# block 1

**Block 1: cell classes on the final placement**

Scale bar: 50 um. Fill, decap, tap and diode cells in grey.
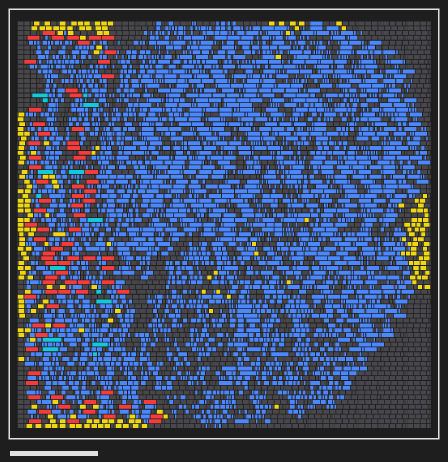
**Block 1: signal wires on met4**

Scale bar: 50 um. Supply wires on this layer in grey. Cells faint in the background.
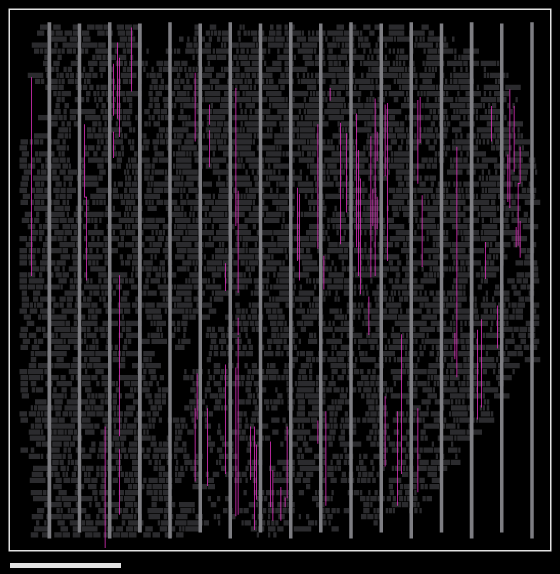
--- src/rtl/mac_pkg.sv ---
// Shared definitions for the MAC datapath: mode bit indices, widths, FSM states.
package mac_pkg;

  localparam int unsigned MODE_FP    = 0;
  localparam int unsigned MODE_INT_S = 1;
  localparam int unsigned MODE_INT_M = 2;
  localparam int unsigned MODE_INT_L = 3;

  localparam int unsigned INT_ACC_W = 24;
  localparam int unsigned FP_ACC_W  = 31;
  localparam int unsigned OP_W      = 16;

  localparam logic [4:0] EXP_ZERO = 5'h0c;

  typedef enum logic [1:0] {IDLE, RUN, DONE} state_t;

  function automatic logic is_onehot4(input logic [3:0] m);
    return (m != 4'b0000) && ((m & (m - 4'd1)) == 4'b0000);
  endfunction

endpackage

--- src/rtl/mac_full.sv ---
// Combinational MAC core: lane-wise signed int multiply-add, or fp16 product
// aligned into a fixed-exponent accumulator {rsvd, exp[4:0], frac[24:0]}.
module mac_full
  import mac_pkg::*;
(
  input  logic [3:0]           mode,
  input  logic [OP_W-1:0]      value,
  input  logic [OP_W-1:0]      weight,
  input  logic [INT_ACC_W-1:0] ints,
  input  logic [FP_ACC_W-1:0]  fps,
  output logic [INT_ACC_W-1:0] intr,
  output logic [FP_ACC_W-1:0]  fpr
);

  logic [INT_ACC_W-1:0]        w_lane_sum;
  logic signed [7:0]           w_p4;
  logic signed [15:0]          w_p8;
  logic signed [INT_ACC_W-1:0] w_p16;

  always_comb begin
    w_lane_sum = '0;
    w_p4       = '0;
    w_p8       = '0;
    w_p16      = $signed(value) * $signed(weight);
    if (mode[MODE_INT_S]) begin
      for (int unsigned i = 0; i < 4; i++) begin
        w_p4       = $signed(value[4*i +: 4]) * $signed(weight[4*i +: 4]);
        w_lane_sum = w_lane_sum + {{16{w_p4[7]}}, w_p4};
      end
    end else if (mode[MODE_INT_M]) begin
      for (int unsigned i = 0; i < 2; i++) begin
        w_p8       = $signed(value[8*i +: 8]) * $signed(weight[8*i +: 8]);
        w_lane_sum = w_lane_sum + {{8{w_p8[15]}}, w_p8};
      end
    end else if (mode[MODE_INT_L]) begin
      w_lane_sum = w_p16;
    end
  end

  assign intr = ints + w_lane_sum;

  // fp16 zero/subnormal flush to 0; accumulator LSB weighs 2^(exp-EXP_ZERO-12)
  logic [10:0] w_ma, w_mb;
  logic [21:0] w_prod;
  logic [7:0]  w_sh;
  logic [6:0]  w_nsh;
  logic [24:0] w_mag, w_term;

  assign w_ma   = (value[14:10]  == 5'd0) ? 11'd0 : {1'b1, value[9:0]};
  assign w_mb   = (weight[14:10] == 5'd0) ? 11'd0 : {1'b1, weight[9:0]};
  assign w_prod = w_ma * w_mb;
  assign w_sh   = 8'(value[14:10]) + 8'(weight[14:10]) - 8'(fps[29:25])
                + 8'(EXP_ZERO) - 8'd38;
  assign w_nsh  = 7'(8'd0 - w_sh);

  always_comb begin
    if (!w_sh[7]) w_mag = 25'({36'd0, w_prod} << w_sh[6:0]);
    else          w_mag = 25'({36'd0, w_prod} >> w_nsh);
  end

  assign w_term = (value[15] ^ weight[15]) ? (25'd0 - w_mag) : w_mag;
  assign fpr    = mode[MODE_FP] ? {fps[30:25], fps[24:0] + w_term} : fps;

endmodule

--- src/rtl/mac_stream_seq.sv ---
// Job sequencer: streams operand pairs into mac_full, chaining each result
// back as the next bias, and presents the final accumulation on a handshake.
module mac_stream_seq
  import mac_pkg::*;
#(
  parameter int unsigned LEN_W = 8
) (
  input  logic                 clk,
  input  logic                 rst,
  input  logic                 start,
  input  logic [3:0]           cfg_mode,
  input  logic [LEN_W-1:0]     cfg_len,
  input  logic [INT_ACC_W-1:0] cfg_ints,
  input  logic [FP_ACC_W-1:0]  cfg_fps,
  input  logic                 op_valid,
  output logic                 op_ready,
  input  logic [OP_W-1:0]      op_value,
  input  logic [OP_W-1:0]      op_weight,
  output logic                 res_valid,
  input  logic                 res_ready,
  output logic [INT_ACC_W-1:0] res_int,
  output logic [FP_ACC_W-1:0]  res_fp,
  output logic                 busy,
  output logic                 err
);

  state_t               r_state;
  logic [3:0]           r_mode;
  logic [LEN_W-1:0]     r_len, r_cnt;
  logic [INT_ACC_W-1:0] r_acc_int;
  logic [FP_ACC_W-1:0]  r_acc_fp;
  logic                 r_op_ready, r_res_valid, r_busy, r_err;
  logic [INT_ACC_W-1:0] w_intr;
  logic [FP_ACC_W-1:0]  w_fpr;
  logic                 w_hs;

  mac_full u_mac (
    .mode   (r_mode),
    .value  (op_value),
    .weight (op_weight),
    .ints   (r_acc_int),
    .fps    (r_acc_fp),
    .intr   (w_intr),
    .fpr    (w_fpr)
  );

  assign w_hs = op_valid && r_op_ready;

  always_ff @(posedge clk) begin
    if (rst) begin
      r_state     <= IDLE;
      r_mode      <= '0;
      r_len       <= '0;
      r_cnt       <= '0;
      r_acc_int   <= '0;
      r_acc_fp    <= '0;
      r_op_ready  <= 1'b0;
      r_res_valid <= 1'b0;
      r_busy      <= 1'b0;
      r_err       <= 1'b0;
    end else begin
      r_err <= 1'b0;
      unique case (r_state)
        IDLE: begin
          if (start) begin
            if (is_onehot4(cfg_mode) && (cfg_len != '0)) begin
              r_mode     <= cfg_mode;
              r_len      <= cfg_len;
              r_cnt      <= '0;
              r_acc_int  <= cfg_ints;
              r_acc_fp   <= cfg_fps;
              r_op_ready <= 1'b1;
              r_busy     <= 1'b1;
              r_state    <= RUN;
            end else begin
              r_err <= 1'b1;
            end
          end
        end
        RUN: begin
          if (w_hs) begin
            if (r_mode[MODE_FP]) r_acc_fp  <= w_fpr;
            else                 r_acc_int <= w_intr;
            r_cnt <= r_cnt + 1'b1;
            if (r_cnt == r_len - 1'b1) begin
              r_op_ready  <= 1'b0;
              r_res_valid <= 1'b1;
              r_state     <= DONE;
            end
          end
        end
        DONE: begin
          if (res_ready) begin
            r_res_valid <= 1'b0;
            r_busy      <= 1'b0;
            r_state     <= IDLE;
          end
        end
        default: r_state <= IDLE;
      endcase
    end
  end

  assign op_ready  = r_op_ready;
  assign res_valid = r_res_valid;
  assign res_int   = r_acc_int;
  assign res_fp    = r_acc_fp;
  assign busy      = r_busy;
  assign err       = r_err;

endmodule
--- config.mk ---
export PLATFORM = sky130hd
export DESIGN_NAME = mac_stream_seq
export DESIGN_NICKNAME = d
export VERILOG_FILES = /design/src/rtl/mac_pkg.sv /design/src/rtl/mac_full.sv /design/src/rtl/mac_stream_seq.sv
export SDC_FILE = /design/constraint.sdc
export NUM_CORES = 2
export LEC_CHECK = 0
export CAP_MARGIN = 20
export CORE_MARGIN = 4
export CORE_UTILIZATION = 55
export CTS_CLUSTER_SIZE = 40
export DETAILED_ROUTE_END_ITERATION = 8
export PLACE_DENSITY = 0.72
export SKIP_CTS_REPAIR_TIMING = 1
export SLEW_MARGIN = 30
export SYNTH_ARGS = -nofsm -noshare
export SYNTH_HDL_FRONTEND = slang
export SYNTH_HIERARCHICAL = 1
export SYNTH_SLANG_ARGS = --single-unit
--- constraint.sdc ---
create_clock -name clk -period 24.2 [get_ports clk]
set_input_delay 4.84 -clock clk [delete_from_list [all_inputs] [get_ports clk]]
set_output_delay 4.84 -clock clk [all_outputs]
set_load 0.02 [all_outputs]
==> impl_metrics.csv <==
group,metric,value,unit
global_route,use_met3,8.87,%
worst_setup_path,worstSetupStartpointType,"primary input",
cells_and_area,fill_cells,4861,
cells_and_area,largest_reg_flops,31,
placed_design,dp_cells,4336,
global_route,grtUsageMet1,42.2,%
routing,highest_layer,"met4",
cells_and_area,buffer_area_share,5.99,%
synthesis,flop_cell,"dfxtp_1",
floorplan,die_h,243,um
min_path,min_path_cells,2,
floorplan,fp_util,56.0,%
outcome,status,"complete, no violations",
synthesis,async_flop_share,0,%
global_route,grt_antenna_before_repair,0,
synthesis,adder_share,43.2,%
routing,drt_iter0_markers,2146,
synthesis,fp_nets,4483,
synthesis,xor_area_share,5.06,%
routing,totalWireLength,89.2,mm
floorplan,io_pins,163,
synthesis,postSynthAreaPerCell,8.38,um^2
synthesis,synthTopLogicFamily,"adder cells",
Notes on 'cell classes on the final placement' of block 1 above:
colour	class	cells	share of their area
blue	remaining logic cells	3354	88%
yellow	remaining buffers and delay cells	206	6.2%
cyan	clock drivers and dummy loads	16	0.95%
red	sequential cells	81	5.1%
core area: 54200 um^2
fin util: 60.4%

Notes on 'signal wires on met4' of block 1 above:
main direction	vertical
wire length on this layer	2560 um
share of all routed wire	2.9%


# block 2

**Block 2: cell classes on the final placement**

Scale bar: 20 um. Fill, decap, tap and diode cells in grey.
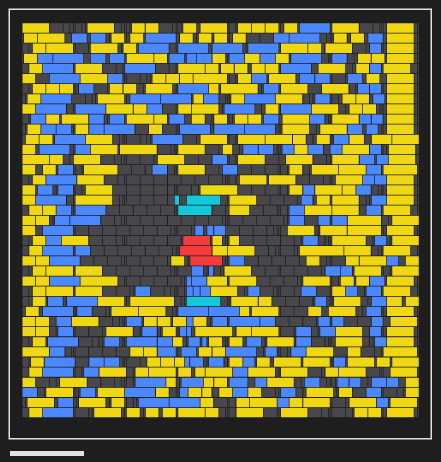
==> src/rtl/avalon_mem_arbiter.sv <==
// Round-robin sharing of one Avalon-MM memory slave between two masters, one transaction per grant.
// The grant is registered one edge after a request, and the slave command follows in the next cycle. Masters stall on the slave's waitrequest, and any master without the grant stalls.
module avalon_mem_arbiter #(
  parameter int AW = 18,
  parameter int DW = 36
) (
  input  logic          i_clk,
  input  logic          i_reset_n,
  input  logic [AW-1:0] s0_address,
  input  logic          s0_read,
  input  logic          s0_write,
  input  logic [DW-1:0] s0_writedata,
  output logic [DW-1:0] s0_readdata,
  output logic          s0_waitrequest,
  input  logic [AW-1:0] s1_address,
  input  logic          s1_read,
  input  logic          s1_write,
  input  logic [DW-1:0] s1_writedata,
  output logic [DW-1:0] s1_readdata,
  output logic          s1_waitrequest,
  output logic [AW-1:0] m_address,
  output logic          m_read,
  output logic          m_write,
  output logic [DW-1:0] m_writedata,
  input  logic [DW-1:0] m_readdata,
  input  logic          m_waitrequest,
  output logic [1:0]    o_grant
);

  typedef enum logic {IDLE, BUSY} state_t;

  state_t        state_q, state_d;
  logic          gnt_q, gnt_d;
  logic          last_q, last_d;
  logic          req0, req1;
  logic          sel_req, sel_read, sel_write;
  logic [AW-1:0] sel_address;
  logic [DW-1:0] sel_writedata;

  assign req0 = s0_read | s0_write;
  assign req1 = s1_read | s1_write;

  always_comb begin
    sel_address   = gnt_q ? s1_address   : s0_address;
    sel_writedata = gnt_q ? s1_writedata : s0_writedata;
    sel_read      = gnt_q ? s1_read      : s0_read;
    sel_write     = gnt_q ? s1_write     : s0_write;
    sel_req       = sel_read | sel_write;
  end

  always_comb begin
    state_d = state_q;
    gnt_d   = gnt_q;
    last_d  = last_q;
    case (state_q)
      IDLE: begin
        if (req0 | req1) begin
          state_d = BUSY;
          // Under contention the master that did not go last wins.
          gnt_d   = (req0 & req1) ? ~last_q : req1;
        end
      end
      BUSY: begin
        if (!sel_req) begin
          state_d = IDLE;
        end else if (!m_waitrequest) begin
          state_d = IDLE;
          last_d  = gnt_q;
        end
      end
      default: state_d = IDLE;
    endcase
  end

  always_comb begin
    m_address      = '0;
    m_writedata    = '0;
    m_read         = 1'b0;
    m_write        = 1'b0;
    o_grant        = 2'b00;
    s0_waitrequest = 1'b1;
    s1_waitrequest = 1'b1;
    s0_readdata    = '0;
    s1_readdata    = '0;
    if (state_q == BUSY) begin
      m_address   = sel_address;
      m_writedata = sel_writedata;
      m_write     = sel_write;
      // A simultaneous read and write is issued as a write only.
      m_read      = sel_read & ~sel_write;
      if (gnt_q) begin
        o_grant        = 2'b10;
        s1_waitrequest = m_waitrequest;
        s1_readdata    = m_readdata;
      end else begin
        o_grant        = 2'b01;
        s0_waitrequest = m_waitrequest;
        s0_readdata    = m_readdata;
      end
    end
  end

  always_ff @(posedge i_clk) begin
    if (!i_reset_n) begin
      state_q <= IDLE;
      gnt_q   <= 1'b0;
      last_q  <= 1'b1;
    end else begin
      state_q <= state_d;
      gnt_q   <= gnt_d;
      last_q  <= last_d;
    end
  end

endmodule

==> config.mk <==
export PLATFORM = sky130hd
export DESIGN_NAME = avalon_mem_arbiter
export DESIGN_NICKNAME = d
export VERILOG_FILES = /design/src/rtl/avalon_mem_arbiter.sv
export SDC_FILE = /design/constraint.sdc
export NUM_CORES = 1
export LEC_CHECK = 0
export CAP_MARGIN = 20
export CORE_AREA = 3 3 110 112
export DETAILED_ROUTE_END_ITERATION = 8
export DIE_AREA = 0 0 113 115
export SLEW_MARGIN = 0
export SYNTH_ARGS = -nofsm -noshare
export SYNTH_HDL_FRONTEND = slang
export SYNTH_SLANG_ARGS = --single-unit
==> constraint.sdc <==
create_clock -name i_clk -period 1.5 [get_ports i_clk]
set_input_delay 0.3 -clock i_clk [delete_from_list [all_inputs] [get_ports i_clk]]
set_output_delay 0.3 -clock i_clk [all_outputs]
set_load 0.1 [all_outputs]
==> impl_metrics.csv <==
group,metric,value,unit
outcome,status,"finished with violations",
outcome,violations,"negative setup slack",
cells_and_area,layoutNonFillerInstCount,681,
global_route,use_met3,3.74,%
synthesis,async_flop_share,0,%
synthesis,numSynthFlops,3,
cells_and_area,clock_area_share,0.990,%
power,power.group.top,"combinational logic",
sta,tightest_slew,0.246,ns
sta,setup_viol,127,
global_route,grt_max_degree,22,
sta,fin_crit,1.77,ns
sta,hold_viol,0,
placed_design,dp_cells,652,
synthesis,aoi_share,4.22,%
worst_setup_path,crit_path_end,"s0_waitrequest",
synthesis,most_common_cell,"nor2_1",
cells_and_area,flop-count,3,
clocking,root_buffer,"clkbuf_16",
power,powerClk,0.000426,W
synthesis,yosys_warnings,0,
synthesis,synth.distinct_cells,24,
sta,fin_ws,-0.268,ns
worst_setup_path,critPathTopFamily,"buffers and inverters",
About 'cell classes on the final placement' of block 2:
colour	class	cells	share of their area
red	sequential cells	3	0.87%
blue	remaining logic cells	205	35%
yellow	remaining buffers and delay cells	326	63%
cyan	clock drivers and dummy loads	4	1.0%



==> notes/layouts.md <==
Pictures saved along the way, in no particular order.

Placement density heat map.
(a)
11 x 12 tiles, from white (low) to dark blue (high), 0 to 100% covered.
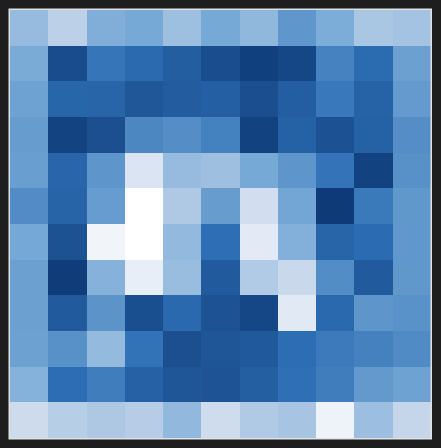
(b)
24 x 24 tiles, from white (low) to dark blue (high), 0 to 100% covered.
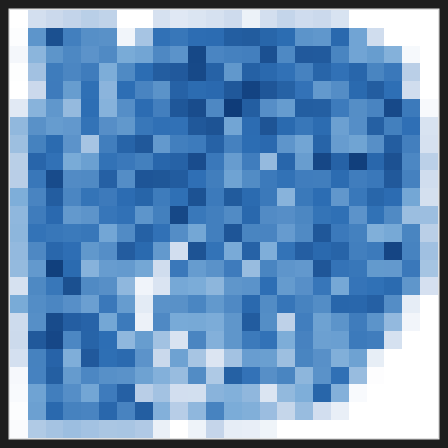
(a) is block 2.
(b) is block 1.

Key to (b):
emptiest ninth of the die	bottom right
nearly empty tiles	8.3%
tiles over 75% full	21%
fullest tile	95%
mean over tiles	54%

Power is estimated from default activity; no workload was simulated.
